# mrv32_mem_arb

==> mrv32_mem_arb/power_grid.png <==
Scale: 3 px per µm. Pins as bars on the die edge.
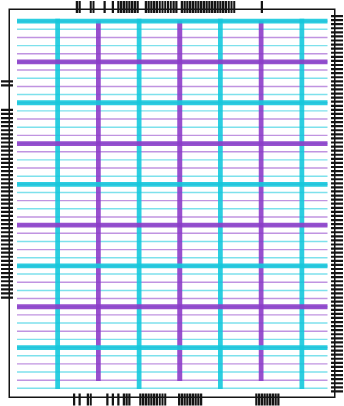

<file path="config.mk">
export PLATFORM = sky130hd
export DESIGN_NAME = mrv32_mem_arb
export DESIGN_NICKNAME = d
export VERILOG_FILES = /design/src/rtl/mrv32_mem_arb.sv
export SDC_FILE = /design/constraint.sdc
export NUM_CORES = 1
export LEC_CHECK = 0
export CORE_ASPECT_RATIO = 1.2
export CORE_MARGIN = 2
export CORE_UTILIZATION = 33
export CTS_BUF_LIST = sky130_fd_sc_hd__clkbuf_16
export CTS_CLUSTER_DIAMETER = 100
export DETAILED_ROUTE_END_ITERATION = 8
export PLACE_DENSITY = 0.66
export SETUP_SLACK_MARGIN = 0.02
export SYNTH_ARGS = -nofsm -noshare
export SYNTH_HDL_FRONTEND = slang
export SYNTH_SLANG_ARGS = --single-unit
</file>
<file path="constraint.sdc">
create_clock -name clk -period 5.5 [get_ports clk]
set_clock_uncertainty 0.05 [all_clocks]
set_input_delay 1.65 -clock clk [delete_from_list [all_inputs] [get_ports clk]]
set_output_delay 1.65 -clock clk [all_outputs]
set_load 0.03 [all_outputs]
</file>
<file path="src/rtl/mrv32_mem_arb.sv">
// Memory port arbiter for mrv32: buffers fetch/LSU request pulses in one-entry slots,
// grants with data priority plus anti-starvation, routes the single outstanding read back.
module mrv32_mem_arb #(
    parameter int ADDR_WIDTH = 16,
    parameter int STARVE_MAX = 4,
    parameter int RD_TIMEOUT = 255
) (
    input  logic                  clk,
    input  logic                  rst_n,
    input  logic                  d_valid,
    input  logic [ADDR_WIDTH-1:0] d_addr,
    input  logic [31:0]           d_wdata,
    input  logic [3:0]            d_wstrb,
    output logic [31:0]           d_rdata,
    output logic                  d_rvalid,
    input  logic                  i_valid,
    input  logic [ADDR_WIDTH-1:0] i_addr,
    output logic [31:0]           i_rdata,
    output logic                  i_rvalid,
    output logic                  m_valid,
    output logic [ADDR_WIDTH-1:0] m_addr,
    output logic [31:0]           m_wdata,
    output logic [3:0]            m_wstrb,
    input  logic [31:0]           m_rdata,
    input  logic                  m_rvalid,
    output logic                  rd_timeout,
    output logic                  proto_err,
    output logic                  busy
);
    localparam int SW = (STARVE_MAX > 0) ? $clog2(STARVE_MAX + 1) : 1;
    localparam int TW = (RD_TIMEOUT > 1) ? $clog2(RD_TIMEOUT) : 1;

    typedef enum logic [0:0] {IDLE = 1'b0, RD_WAIT = 1'b1} state_t;

    state_t                state_r;
    state_t                state_nxt_s;
    logic                  d_full_r;
    logic [ADDR_WIDTH-1:0] d_addr_r;
    logic [31:0]           d_wdata_r;
    logic [3:0]            d_wstrb_r;
    logic                  i_full_r;
    logic [ADDR_WIDTH-1:0] i_addr_r;
    logic [SW-1:0]         starve_cnt_r;
    logic [TW-1:0]         tmo_cnt_r;
    logic                  owner_i_r;
    logic                  proto_err_r;
    logic                  grant_d_s;
    logic                  grant_i_s;
    logic                  issue_rd_s;
    logic                  tmo_hit_s;

    // Grant selection: data first, fetch once the starvation budget is spent
    always_comb begin
        grant_d_s = 1'b0;
        grant_i_s = 1'b0;
        if (state_r == IDLE) begin
            if (i_full_r && (!d_full_r ||
                    ((STARVE_MAX != 0) && (starve_cnt_r == SW'(STARVE_MAX))))) begin
                grant_i_s = 1'b1;
            end else begin
                grant_d_s = d_full_r;
            end
        end else begin
            grant_d_s = 1'b0;
        end
        issue_rd_s = grant_i_s || (grant_d_s && (d_wstrb_r == 4'b0000));
        tmo_hit_s  = (RD_TIMEOUT != 0) && (tmo_cnt_r == TW'(RD_TIMEOUT - 1));
    end

    // State register
    always_ff @(posedge clk or negedge rst_n) begin
        if (!rst_n) begin
            state_r <= IDLE;
        end else begin
            state_r <= state_nxt_s;
        end
    end

    // Next-state logic
    always_comb begin
        state_nxt_s = state_r;
        case (state_r)
            IDLE:    state_nxt_s = issue_rd_s ? RD_WAIT : IDLE;
            RD_WAIT: state_nxt_s = (m_rvalid || tmo_hit_s) ? IDLE : RD_WAIT;
            default: state_nxt_s = IDLE;
        endcase
    end

    // Output logic: memory strobe from the granted slot, response routed to the read owner
    always_comb begin
        m_valid    = grant_d_s || grant_i_s;
        m_addr     = {ADDR_WIDTH{1'b0}};
        m_wdata    = 32'h0000_0000;
        m_wstrb    = 4'b0000;
        d_rvalid   = 1'b0;
        d_rdata    = 32'h0000_0000;
        i_rvalid   = 1'b0;
        i_rdata    = 32'h0000_0000;
        rd_timeout = 1'b0;
        if (grant_i_s) begin
            m_addr = i_addr_r;
        end else if (grant_d_s) begin
            m_addr  = d_addr_r;
            m_wdata = d_wdata_r;
            m_wstrb = d_wstrb_r;
        end else begin
            m_addr = {ADDR_WIDTH{1'b0}};
        end
        if ((state_r == RD_WAIT) && (m_rvalid || tmo_hit_s)) begin
            // a real return beats the watchdog in the same cycle
            rd_timeout = !m_rvalid;
            if (owner_i_r) begin
                i_rvalid = 1'b1;
                i_rdata  = m_rvalid ? m_rdata : 32'h0000_0000;
            end else begin
                d_rvalid = 1'b1;
                d_rdata  = m_rvalid ? m_rdata : 32'h0000_0000;
            end
        end else begin
            rd_timeout = 1'b0;
        end
        proto_err = proto_err_r;
        busy      = (state_r != IDLE) || d_full_r || i_full_r;
    end

    // Request slots, starvation/watchdog counters and sticky protocol error
    always_ff @(posedge clk or negedge rst_n) begin
        if (!rst_n) begin
            d_full_r     <= 1'b0;
            d_addr_r     <= {ADDR_WIDTH{1'b0}};
            d_wdata_r    <= 32'h0000_0000;
            d_wstrb_r    <= 4'b0000;
            i_full_r     <= 1'b0;
            i_addr_r     <= {ADDR_WIDTH{1'b0}};
            starve_cnt_r <= {SW{1'b0}};
            tmo_cnt_r    <= {TW{1'b0}};
            owner_i_r    <= 1'b0;
            proto_err_r  <= 1'b0;
        end else begin
            if (d_valid && (!d_full_r || grant_d_s)) begin
                d_full_r  <= 1'b1;
                d_addr_r  <= d_addr;
                d_wdata_r <= d_wdata;
                d_wstrb_r <= d_wstrb;
            end else if (d_valid) begin
                proto_err_r <= 1'b1;
            end else if (grant_d_s) begin
                d_full_r <= 1'b0;
            end
            if (i_valid && (!i_full_r || grant_i_s)) begin
                i_full_r <= 1'b1;
                i_addr_r <= i_addr;
            end else if (i_valid) begin
                proto_err_r <= 1'b1;
            end else if (grant_i_s) begin
                i_full_r <= 1'b0;
            end
            if (grant_i_s) begin
                starve_cnt_r <= {SW{1'b0}};
            end else if (grant_d_s && i_full_r && (starve_cnt_r != SW'(STARVE_MAX))) begin
                starve_cnt_r <= starve_cnt_r + SW'(1);
            end
            if (issue_rd_s) begin
                tmo_cnt_r <= {TW{1'b0}};
                owner_i_r <= grant_i_s;
            end else if ((state_r == RD_WAIT) && !m_rvalid) begin
                tmo_cnt_r <= tmo_cnt_r + TW'(1);
            end
        end
    end
endmodule
</file>
# rgb_block_writer

===== config.mk =====
export PLATFORM = sky130hd
export DESIGN_NAME = rgb_block_writer
export DESIGN_NICKNAME = d
export VERILOG_FILES = /design/src/rtl/rgb_block_writer.sv
export SDC_FILE = /design/constraint.sdc
export NUM_CORES = 1
export LEC_CHECK = 0
export ABC_AREA = 1
export CAP_MARGIN = 30
export CELL_PAD_IN_SITES_DETAIL_PLACEMENT = 0
export CELL_PAD_IN_SITES_GLOBAL_PLACEMENT = 1
export CORE_MARGIN = 5
export CORE_UTILIZATION = 44
export DETAILED_ROUTE_END_ITERATION = 8
export PLACE_DENSITY = 0.95
export SLEW_MARGIN = 10
export SYNTH_ARGS = -nofsm -noshare
export SYNTH_HDL_FRONTEND = slang
export SYNTH_SLANG_ARGS = --single-unit

===== constraint.sdc =====
create_clock -name clk -period 5.5 [get_ports clk]
set_input_delay 1.1 -clock clk [delete_from_list [all_inputs] [get_ports clk]]
set_output_delay 1.1 -clock clk [all_outputs]
set_load 0.1 [all_outputs]

===== src/rtl/rgb_block_writer.sv =====
// -----------------------------------------------------------------------------
// rgb_block_writer
//
// Takes a stream of RGB pixels that arrive in 8x8-block raster order. Inside a
// block the order is px 0..7, then py 0..7. Blocks go left to right, and each
// new block row starts 8 lines further down. Every pixel is written as one
// 32-bit word {8'h00, r, g, b} to its raster position in a linear frame buffer
// through an Avalon-MM write master.
//
// Ports
//   clk             : the single clock; all logic uses its rising edge
//   reset_n         : asynchronous reset, active low
//   start           : one-cycle pulse that begins a frame job (accepted only in IDLE)
//   base_addr       : byte address of pixel (0,0); sampled on start
//   img_width       : image width in pixels, a multiple of 8; sampled on start
//   blk_count       : number of 8x8 blocks in the job; sampled on start
//   in_valid/in_ready, in_r/in_g/in_b : pixel stream handshake and data
//   avm_address, avm_write, avm_writedata, avm_byteenable, avm_waitrequest :
//                     Avalon-MM write master
//   busy            : high while a job is active (RUN and FIN)
//   done            : one-cycle completion pulse (FIN)
// -----------------------------------------------------------------------------
module rgb_block_writer #(
   parameter int ADDR_W = 32
) (
   input  logic              clk,
   input  logic              reset_n,
   input  logic              start,
   input  logic [ADDR_W-1:0] base_addr,
   input  logic [15:0]       img_width,
   input  logic [15:0]       blk_count,
   input  logic              in_valid,
   output logic              in_ready,
   input  logic [7:0]        in_r,
   input  logic [7:0]        in_g,
   input  logic [7:0]        in_b,
   output logic [ADDR_W-1:0] avm_address,
   output logic              avm_write,
   output logic [31:0]       avm_writedata,
   output logic [3:0]        avm_byteenable,
   input  logic              avm_waitrequest,
   output logic              busy,
   output logic              done
);

   typedef enum logic [1:0] {
      S_IDLE = 2'd0,
      S_RUN  = 2'd1,
      S_FIN  = 2'd2
   } state_t;

   state_t            r_state;
   state_t            w_state_next;

   // Job parameters and position counters
   logic [15:0]       r_width;
   logic [21:0]       r_remaining;   // pixels not yet accepted
   logic              r_last_acc;    // final pixel has been accepted
   logic [2:0]        r_px;
   logic [2:0]        r_py;
   logic [12:0]       r_bcol;

   // Incremental address bases (no multiplier):
   //   r_row_base  : address of line 0, column 0 of the current block row
   //   r_blk_base  : address of (px=0, py=0) of the current block
   //   r_line_base : address of (px=0, py) of the current block
   logic [ADDR_W-1:0] r_row_base;
   logic [ADDR_W-1:0] r_blk_base;
   logic [ADDR_W-1:0] r_line_base;

   // Write-port registers
   logic [ADDR_W-1:0] r_address;
   logic              r_write;
   logic [31:0]       r_writedata;
   logic [3:0]        r_byteenable;

   logic              w_job_ok;
   logic              w_accept;
   logic              w_wr_done;
   logic              w_row_end;
   logic [ADDR_W-1:0] w_width4;      // byte stride of one image line
   logic [ADDR_W-1:0] w_width32;     // byte stride of one block row (8 lines)
   logic [ADDR_W-1:0] w_px_off;
   logic [ADDR_W-1:0] w_pix_addr;
   logic [ADDR_W-1:0] w_next_row_base;
   logic [ADDR_W-1:0] w_next_blk_base;

   assign w_job_ok  = (blk_count != 16'd0) && (img_width != 16'd0);
   assign in_ready  = (r_state == S_RUN) && (!r_write || !avm_waitrequest) && !r_last_acc;
   assign w_accept  = in_valid && in_ready;
   assign w_wr_done = r_write && !avm_waitrequest;

   // The current block is the last one in its row when it ends at img_width
   assign w_row_end = ({r_bcol, 3'b000} + 16'd8) == r_width;

   assign w_width4        = ADDR_W'(r_width) << 2;
   assign w_width32       = ADDR_W'(r_width) << 5;
   assign w_px_off        = ADDR_W'({r_px, 2'b00});
   assign w_pix_addr      = r_line_base + w_px_off;
   assign w_next_row_base = r_row_base + w_width32;
   assign w_next_blk_base = r_blk_base + ADDR_W'(32);

   // ---------------------------------------------------------------- FSM
   always_ff @(posedge clk or negedge reset_n) begin
      if (!reset_n) begin
         r_state <= S_IDLE;
      end else begin
         r_state <= w_state_next;
      end
   end

   always_comb begin
      w_state_next = r_state;
      case (r_state)
         S_IDLE: begin
            if (start) begin
               w_state_next = w_job_ok ? S_RUN : S_FIN;
            end
         end
         S_RUN: begin
            // Leave only once the final write has actually been taken
            if (r_last_acc && w_wr_done) begin
               w_state_next = S_FIN;
            end
         end
         S_FIN: begin
            w_state_next = S_IDLE;
         end
         default: begin
            w_state_next = S_IDLE;
         end
      endcase
   end

   assign busy = (r_state == S_RUN) || (r_state == S_FIN);
   assign done = (r_state == S_FIN);

   // ------------------------------------------------- counters and bases
   always_ff @(posedge clk or negedge reset_n) begin
      if (!reset_n) begin
         r_width     <= '0;
         r_remaining <= '0;
         r_last_acc  <= 1'b0;
         r_px        <= '0;
         r_py        <= '0;
         r_bcol      <= '0;
         r_row_base  <= '0;
         r_blk_base  <= '0;
         r_line_base <= '0;
      end else if ((r_state == S_IDLE) && start) begin
         r_width     <= img_width;
         r_remaining <= {blk_count, 6'b000000};
         r_last_acc  <= 1'b0;
         r_px        <= '0;
         r_py        <= '0;
         r_bcol      <= '0;
         r_row_base  <= base_addr;
         r_blk_base  <= base_addr;
         r_line_base <= base_addr;
      end else if (w_accept) begin
         r_remaining <= r_remaining - 22'd1;
         if (r_remaining == 22'd1) begin
            r_last_acc <= 1'b1;
         end
         if (r_px != 3'd7) begin
            r_px <= r_px + 3'd1;
         end else begin
            r_px <= '0;
            if (r_py != 3'd7) begin
               r_py        <= r_py + 3'd1;
               r_line_base <= r_line_base + w_width4;
            end else begin
               r_py <= '0;
               if (w_row_end) begin
                  r_bcol      <= '0;
                  r_row_base  <= w_next_row_base;
                  r_blk_base  <= w_next_row_base;
                  r_line_base <= w_next_row_base;
               end else begin
                  r_bcol      <= r_bcol + 13'd1;
                  r_blk_base  <= w_next_blk_base;
                  r_line_base <= w_next_blk_base;
               end
            end
         end
      end else if (r_state == S_FIN) begin
         r_last_acc <= 1'b0;
      end
   end

   // ------------------------------------------------------- write port
   // A new accept reloads the port even if the previous write completes in
   // the same cycle. That is what sustains one pixel per cycle.
   always_ff @(posedge clk or negedge reset_n) begin
      if (!reset_n) begin
         r_address    <= '0;
         r_write      <= 1'b0;
         r_writedata  <= '0;
         r_byteenable <= '0;
      end else if (w_accept) begin
         r_address    <= w_pix_addr;
         r_write      <= 1'b1;
         r_writedata  <= {8'h00, in_r, in_g, in_b};
         r_byteenable <= 4'hF;
      end else if (w_wr_done) begin
         r_write      <= 1'b0;
         r_byteenable <= 4'h0;
      end
   end

   assign avm_address    = r_address;
   assign avm_write      = r_write;
   assign avm_writedata  = r_writedata;
   assign avm_byteenable = r_byteenable;

endmodule


==> mrv32_mem_arb/congestion.png <==
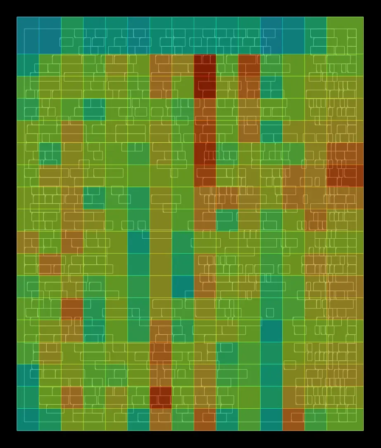
GR Util met2: 34.41%
routing usage on met3: 6.282%

Notes on mrv32_mem_arb/power_grid.png above:
Purple marks VDD. Cyan marks VSS.
46 met1 rails follow the rows. 227 signal pins sit on the boundary.

==> impl_metrics.yaml, mrv32_mem_arb <==
# yosys + openroad results
status:
  status: "completed"
setup_path:
  worstPathRequired_ps: 3800
  crit_fanout: 18
  cpMostUsedCell: "clkdlybuf4s50_1"
  r2r_cells: 6
  critical_path.endpoint: "d_rdata[14]"
power_and_ir_drop:
  pwr-share-seq_pct: 29.2
  power.total_w: 0.003321
cells_and_area:
  antenna_cells: 0
  layout.cells.non_filler: 787
  mi_logic_area_um2: 2018
  seq_cell_count: 84
route:
  drtIter0Drc: 232
  wire_per_inst_um: 16.47
clock_tree:
  htreeDepth: 3
global_routing:
  grt_pass1_wl_um: 19700
  gr-max-usage-layer: "met2"
floorplan:
  die_h_um: 128.8
  chipArea_um2: 13920
synth:
  ys_cells: 402
placement:
  gp_congestion: 0.7226
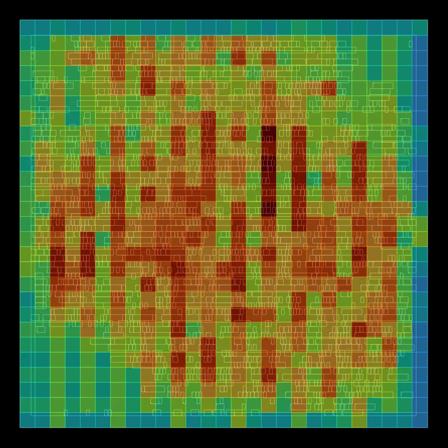
(rgb_block_writer/congestion.png)
routing usage on met3: 3.457%
GR Util met2: 42.79%

==> impl_metrics.yaml, rgb_block_writer <==
# yosys + openroad results
global_routing:
  grt-ovfl-total: 0
  grt_max_degree: 112
  grt_use_total_pct: 25.83
  antenna_found_initial: 0
  grt_pass1_wl_um: 73750
synth:
  ys_sh_xor_pct: 4.986
  netlist_area_um2: 13700
  flop_cell: "dfrtp_1"
  ys_cells: 1912
  common_cells: "nand2_1 (592), dfrtp_1 (213), nor2_1 (184)"
  topCellsByArea: "dfrtp_1 (39%), nand2_1 (16%), nor2_1 (5.0%)"
  ys_ff: 213
  yosysChipArea_um2: 13700
  top_area_cell: "dfrtp_1"
  synth_area_per_cell_um2: 7.166
  ys_sh_mux_pct: 0.07305
  yosysUniqueCellTypes: 54
  ys_warn_count: 0
  ys_seq_share_pct: 38.90
clock_tree:
  cts_hold_buf: 0
  clock_latency_ps: 540
  cts_root_buf: "clkbuf_16"
  cts_setup_buffers: 0
  clk_path_buf_depth: 3
final_timing:
  fmax_ghz: 0.2493
  tns_ps: 0
  setup_viol: 0
  report.final.hold_viol_count: 0
  final_max_slew_viol_count: 0
  fin_crit_ps: 4011
route:
  wire_per_inst_um: 18.80
  drcViolationCount: 0
  ant_nets: 0
  wl_met2_um: 21790
  drtIter0Drc: 1122
run:
  warning_count: 33
cells_and_area:
  mi_logic_area_um2: 7387
  design_area_um2: 16370
  inverters_excl_clock: 183
  num-nonclk-buffers: 164
  area_dominant_class: "multi-input combinational cells"
  buf_share_pct: 10.01
hold_path:
  hold_path_depth: 2
  min_delay_worst_endpoint: "avm_address[2]"
  worstHoldStart: "avm_address[2]"
power_and_ir_drop:
  clkPwrFrac_pct: 14.9
  internal_power_w: 0.005186
  leakage_nw: 8.009
  pg_seq_w: 0.00310
  pwr-share-seq_pct: 27.2
placement:
  dp_hpwl_um: 35100
setup_path:
  crit_start: "avm_waitrequest"
  r2r_cells: 16
status:
  status: "completed"
floorplan:
  rows: 64
  pin_count: 165

# tdm_1_n_demux

===== src/rtl/tdm_1_n_demux.sv =====
// Serial-to-parallel TDM demultiplexer: collects x slot bits following a sync
// marker and presents the completed frame with a one-cycle valid strobe.
module tdm_1_n_demux #(
   parameter int n = 2,
   parameter int x = 2**n
) (
   input  logic         clk,
   input  logic         rst,
   input  logic         bit_in,
   input  logic         bit_valid,
   input  logic         sync,
   output logic [x-1:0] data_out,
   output logic         data_valid,
   output logic [n-1:0] s_line,
   output logic         busy,
   output logic         frame_err
);

   typedef enum logic {
      IDLE,
      COLLECT
   } state_t;

   localparam logic [n-1:0] LAST_SLOT = n'(x - 1);

   state_t       state;
   logic [x-1:0] shadow;
   logic [x-1:0] merged;

   // Shadow with the current bit already placed, so completion needs no extra cycle
   always_comb begin
      merged         = shadow;
      merged[s_line] = bit_in;
   end

   always_ff @(posedge clk) begin
      if (rst) begin
         state      <= IDLE;
         shadow     <= '0;
         data_out   <= '0;
         data_valid <= 1'b0;
         frame_err  <= 1'b0;
         s_line     <= '0;
         busy       <= 1'b0;
      end else begin
         data_valid <= 1'b0;
         frame_err  <= 1'b0;
         if (bit_valid) begin
            case (state)
               IDLE: begin
                  if (sync) begin
                     if (x == 1) begin
                        data_out   <= x'(bit_in);
                        data_valid <= 1'b1;
                     end else begin
                        shadow[0] <= bit_in;
                        s_line    <= n'(1);
                        state     <= COLLECT;
                        busy      <= 1'b1;
                     end
                  end
               end
               COLLECT: begin
                  if (sync) begin
                     frame_err <= 1'b1;
                     shadow[0] <= bit_in;
                     s_line    <= n'(1);
                  end else if (s_line == LAST_SLOT) begin
                     shadow[s_line] <= bit_in;
                     data_out       <= merged;
                     data_valid     <= 1'b1;
                     s_line         <= '0;
                     state          <= IDLE;
                     busy           <= 1'b0;
                  end else begin
                     shadow[s_line] <= bit_in;
                     s_line         <= s_line + n'(1);
                  end
               end
               default: state <= IDLE;
            endcase
         end
      end
   end

endmodule


===== config.mk =====
export PLATFORM = sky130hd
export DESIGN_NAME = tdm_1_n_demux
export DESIGN_NICKNAME = d
export VERILOG_FILES = /design/src/rtl/tdm_1_n_demux.sv
export SDC_FILE = /design/constraint.sdc
export NUM_CORES = 1
export LEC_CHECK = 0
export CAP_MARGIN = 40
export CORE_UTILIZATION = 49
export CTS_CLUSTER_DIAMETER = 200
export CTS_CLUSTER_SIZE = 10
export DETAILED_ROUTE_END_ITERATION = 8
export PLACE_DENSITY_LB_ADDON = 0.25
export SLEW_MARGIN = 20
export SYNTH_ARGS = -nofsm -noshare
export SYNTH_HDL_FRONTEND = slang
export SYNTH_SLANG_ARGS = --single-unit

===== constraint.sdc =====
create_clock -name clk -period 1.71 [get_ports clk]
set_clock_uncertainty 0.15 [all_clocks]
set_input_delay 0.342 -clock clk [delete_from_list [all_inputs] [get_ports clk]]
set_output_delay 0.342 -clock clk [all_outputs]
set_load 0.05 [all_outputs]

# prog_seq_detector

**src/rtl/prog_seq_detector.sv**
```systemverilog
// Programmable serial sequence detector with saturating match counter and a
// hex 7-segment readout of the low counter nibble (dp shows a sticky hit flag).
module prog_seq_detector #(
  parameter int unsigned MAX_LEN = 8,
  parameter int unsigned CNT_W   = 8,
  parameter int unsigned LW      = $clog2(MAX_LEN + 1)
) (
  input  logic               clk,
  input  logic               rst_n,
  input  logic               ena,
  input  logic               din,
  input  logic               din_valid,
  input  logic               cfg_load,
  input  logic [MAX_LEN-1:0] pat_in,
  input  logic [LW-1:0]      len_in,
  input  logic               overlap_in,
  input  logic               cnt_clr,
  output logic               match,
  output logic [CNT_W-1:0]   match_cnt,
  output logic [7:0]         seg
);

  localparam int unsigned SEG_W = 7;

  logic [MAX_LEN-1:0] r_hist;
  logic [LW-1:0]      r_fill;
  logic [MAX_LEN-1:0] r_pat;
  logic [LW-1:0]      r_eff_len;
  logic               r_overlap;
  logic               r_match;
  logic [CNT_W-1:0]   r_match_cnt;
  logic               r_dp_flag;

  logic               w_accept;
  logic [MAX_LEN-1:0] w_hist_next;
  logic [LW-1:0]      w_fill_next;
  logic [MAX_LEN-1:0] w_mask;
  logic               w_hit;
  logic [LW-1:0]      w_len_clamped;
  logic [SEG_W-1:0]   w_font;

  assign w_accept      = ena && din_valid && !cfg_load;
  assign w_hist_next   = {r_hist[MAX_LEN-2:0], din};
  assign w_fill_next   = (r_fill == LW'(MAX_LEN)) ? r_fill : r_fill + LW'(1);
  assign w_len_clamped = (len_in > LW'(MAX_LEN)) ? LW'(MAX_LEN) : len_in;

  // Compare window covers the eff_len newest history bits
  always_comb begin
    w_mask = '0;
    for (int i = 0; i < int'(MAX_LEN); i++) begin
      w_mask[i] = (i < int'(r_eff_len));
    end
  end

  assign w_hit = w_accept && (r_eff_len != '0) && (w_fill_next >= r_eff_len) &&
                 (((w_hist_next ^ r_pat) & w_mask) == '0);

  always_ff @(posedge clk) begin
    if (!rst_n) begin
      r_hist      <= '0;
      r_fill      <= '0;
      r_pat       <= '0;
      r_eff_len   <= '0;
      r_overlap   <= 1'b0;
      r_match     <= 1'b0;
      r_match_cnt <= '0;
      r_dp_flag   <= 1'b0;
    end else if (ena) begin
      if (cfg_load) begin
        r_pat     <= pat_in;
        r_eff_len <= w_len_clamped;
        r_overlap <= overlap_in;
        r_hist    <= '0;
        r_fill    <= '0;
        r_match   <= 1'b0;
      end else begin
        r_match <= w_hit;
        if (w_accept) begin
          r_hist <= w_hist_next;
          r_fill <= (w_hit && !r_overlap) ? '0 : w_fill_next;
        end
      end
      // Clear beats a coincident hit for the counter and sticky flag
      if (cnt_clr) begin
        r_match_cnt <= '0;
        r_dp_flag   <= 1'b0;
      end else if (w_hit) begin
        if (r_match_cnt != '1) r_match_cnt <= r_match_cnt + CNT_W'(1);
        r_dp_flag <= 1'b1;
      end
    end else begin
      r_match <= 1'b0;
    end
  end

  always_comb begin
    w_font = 7'h00;
    case (r_match_cnt[3:0])
      4'h0: w_font = 7'h3F;
      4'h1: w_font = 7'h06;
      4'h2: w_font = 7'h5B;
      4'h3: w_font = 7'h4F;
      4'h4: w_font = 7'h66;
      4'h5: w_font = 7'h6D;
      4'h6: w_font = 7'h7D;
      4'h7: w_font = 7'h07;
      4'h8: w_font = 7'h7F;
      4'h9: w_font = 7'h6F;
      4'hA: w_font = 7'h77;
      4'hB: w_font = 7'h7C;
      4'hC: w_font = 7'h39;
      4'hD: w_font = 7'h5E;
      4'hE: w_font = 7'h79;
      default: w_font = 7'h71;
    endcase
  end

  assign match     = r_match;
  assign match_cnt = r_match_cnt;
  assign seg       = {r_dp_flag, w_font};

endmodule

```
**config.mk**
```make
export PLATFORM = sky130hd
export DESIGN_NAME = prog_seq_detector
export DESIGN_NICKNAME = d
export VERILOG_FILES = /design/src/rtl/prog_seq_detector.sv
export SDC_FILE = /design/constraint.sdc
export NUM_CORES = 1
export LEC_CHECK = 0
export ABC_AREA = 1
export CORE_ASPECT_RATIO = 0.75
export CORE_MARGIN = 2
export CORE_UTILIZATION = 57
export CTS_CLUSTER_DIAMETER = 200
export DETAILED_ROUTE_END_ITERATION = 8
export GPL_ROUTABILITY_DRIVEN = 0
export GPL_TIMING_DRIVEN = 0
export HOLD_SLACK_MARGIN = 0.15
export PLACE_DENSITY = 0.84
export SLEW_MARGIN = 20
export SYNTH_ARGS = -nofsm -noshare
export SYNTH_HDL_FRONTEND = slang
export SYNTH_SLANG_ARGS = --single-unit
```
**constraint.sdc**
```tcl
create_clock -name clk -period 5 [get_ports clk]
set_input_delay 0.75 -clock clk [delete_from_list [all_inputs] [get_ports clk]]
set_output_delay 0.75 -clock clk [all_outputs]
set_load 0.01 [all_outputs]
```
==> prog_seq_detector/flops_by_reg.png <==
Scale: 6 px per µm.
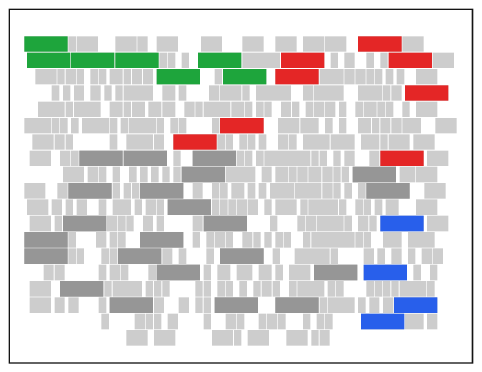
Blue marks r_fill, sequential cells 4, where south-east. Red marks match_cnt, sequential cells 8. Green marks w_font, sequential cells 7.
Another 22 sequential cells are not colored.
post-layout util: 74.56%
flop share of the area: 29.50%

==> impl_metrics.yaml, prog_seq_detector <==
# yosys + openroad results
power_and_ir_drop:
  leakage_nw: 1.221
  sw_frac_of_total_pct: 26.83
synth:
  synthAdderAreaFrac_pct: 7.701
  synth_area_per_cell_um2: 7.021
  ys_ff: 41
  flop_cell: "dfxtp_1"
setup_path:
  r2r_cells: 22
cells_and_area:
  syn2layout_area_growth_pct: 22.33
  lay_top_cells: "nand2_1 (98), inv_1 (45), dfxtp_1 (41)"
final_timing:
  fin_worst_skew_ps: 2.467
route:
  drcViolationCount: 0
placement:
  place_area_um2: 2700
clock_tree:
  cts_sinks: 41
status:
  status: "completed"
floorplan:
  initial_utilization_pct: 60.95
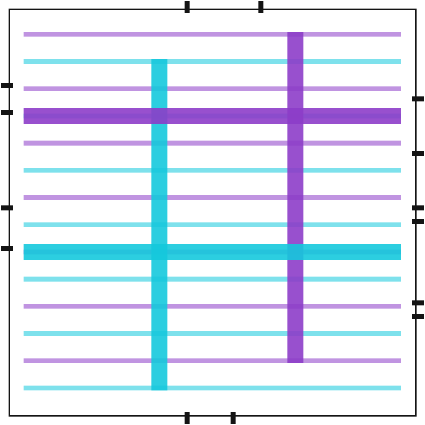
(tdm_1_n_demux/power_grid.png)
Scale: 10 px per µm. Pins as bars on the die edge.
Cyan marks VSS. Purple marks VDD.
2 straps on met5. 14 signal pins sit on the boundary.
core area: 1334 µm²
die height: 40.52 µm

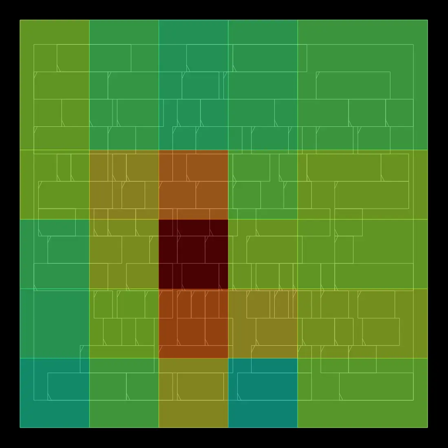
(tdm_1_n_demux/congestion.png)
post-layout util: 75.89%
wire per inst: 14.03 µm

==> impl_metrics.yaml, tdm_1_n_demux <==
# yosys + openroad results
floorplan:
  die_w_um: 40.52
setup_path:
  r2r-end: "shadow[0]"
  slowest_delay_ps: 410
  crit_path_end_kind: "flip-flop"
status:
  status: "completed"
route:
  drtPass1Iterations: 4
  top_layer: "met4"
  ant_nets: 0
  met3_length_um: 78
  wl_met2_um: 764
clock_tree:
  cts_sinks: 14
  cts_made_buffers: 3
final_timing:
  final_max_slew_viol_count: 0
  worst_pin_slew_ps: 343.4
  setup_viol: 0
synth:
  ys_async_sr_fraction_pct: 0
  top_area_cell: "dfxtp_1"
  yosysUniqueCellTypes: 24
  ys_sh_xor_pct: 0
  topCellsByArea: "dfxtp_1 (39%), mux2i_1 (9.6%), ha_1 (8.6%)"
  ys_seq_share_pct: 38.55
global_routing:
  antenna_found_initial: 0
  grt-ovfl-total: 0
cells_and_area:
  sh_seq_area_pct: 27.94
  inverters_excl_clock: 3
  area_dominant_class: "multi-input combinational cells"
  mi_logic_area_um2: 391.6
  fill_cells: 97
  design_area_um2: 1012
  seq_cell_count: 14
placement:
  place_area_um2: 989.7
  place.port_buffers: 13
hold_path:
  worstHoldStart: "shadow[0]"
run:
  warning_count: 30

==> screenshots <==
Clock distribution.
Plate I
Scale: 8 px per µm.
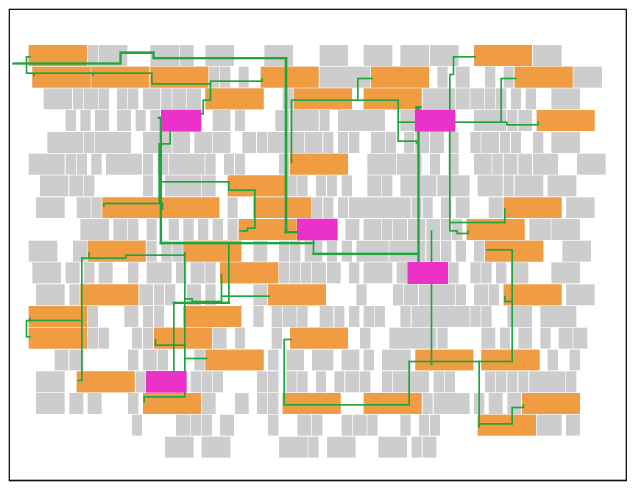
Plate II
Scale: 12 px per µm.
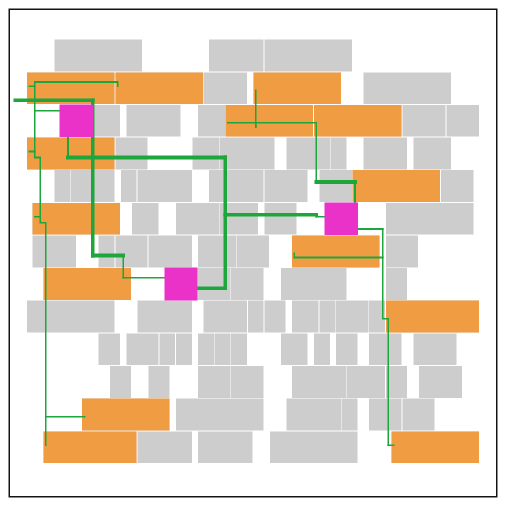
- most sequential cells: Plate I
- largest die: Plate I
For prog_seq_detector, see Plate I.
For tdm_1_n_demux, see Plate II.

Key to Plate I:
Orange marks flip-flops, count 41. Magenta marks clock drivers, count 5. Green marks clock wires, length 525 µm.
There are 6 routed clock nets. Position of the flops: spread over the die.



==> layout pictures side by side <==
Sequential cells colored by netlist name.
shot_01.png
Scale: 2 px per µm.
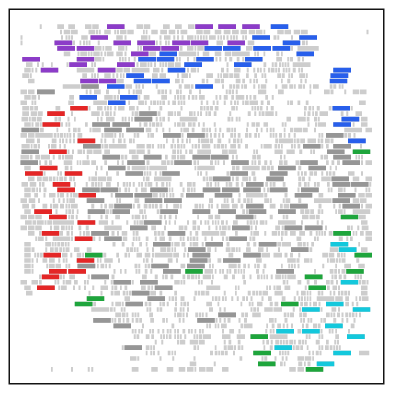
shot_02.png
Scale: 4 px per µm.
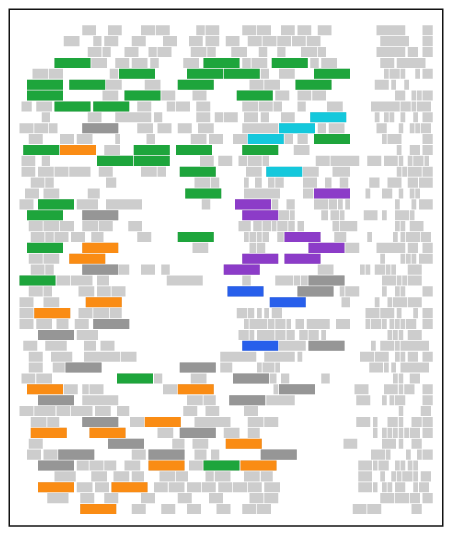
shot_03.png
Scale: 12 px per µm.
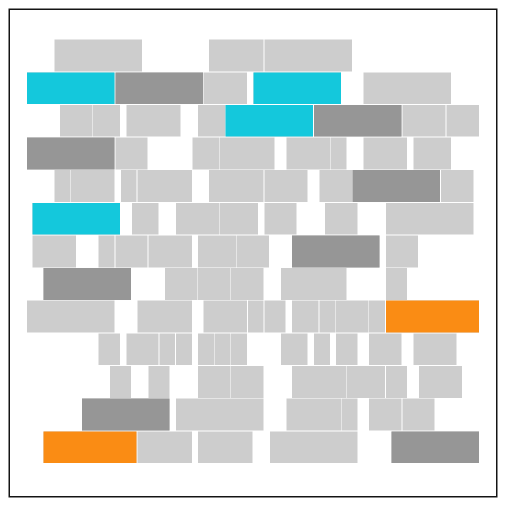
| picture | from |
|---|---|
| shot_03.png | tdm_1_n_demux |
| shot_01.png | rgb_block_writer |
| shot_02.png | mrv32_mem_arb |

Power and IR drop assume default switching activity.
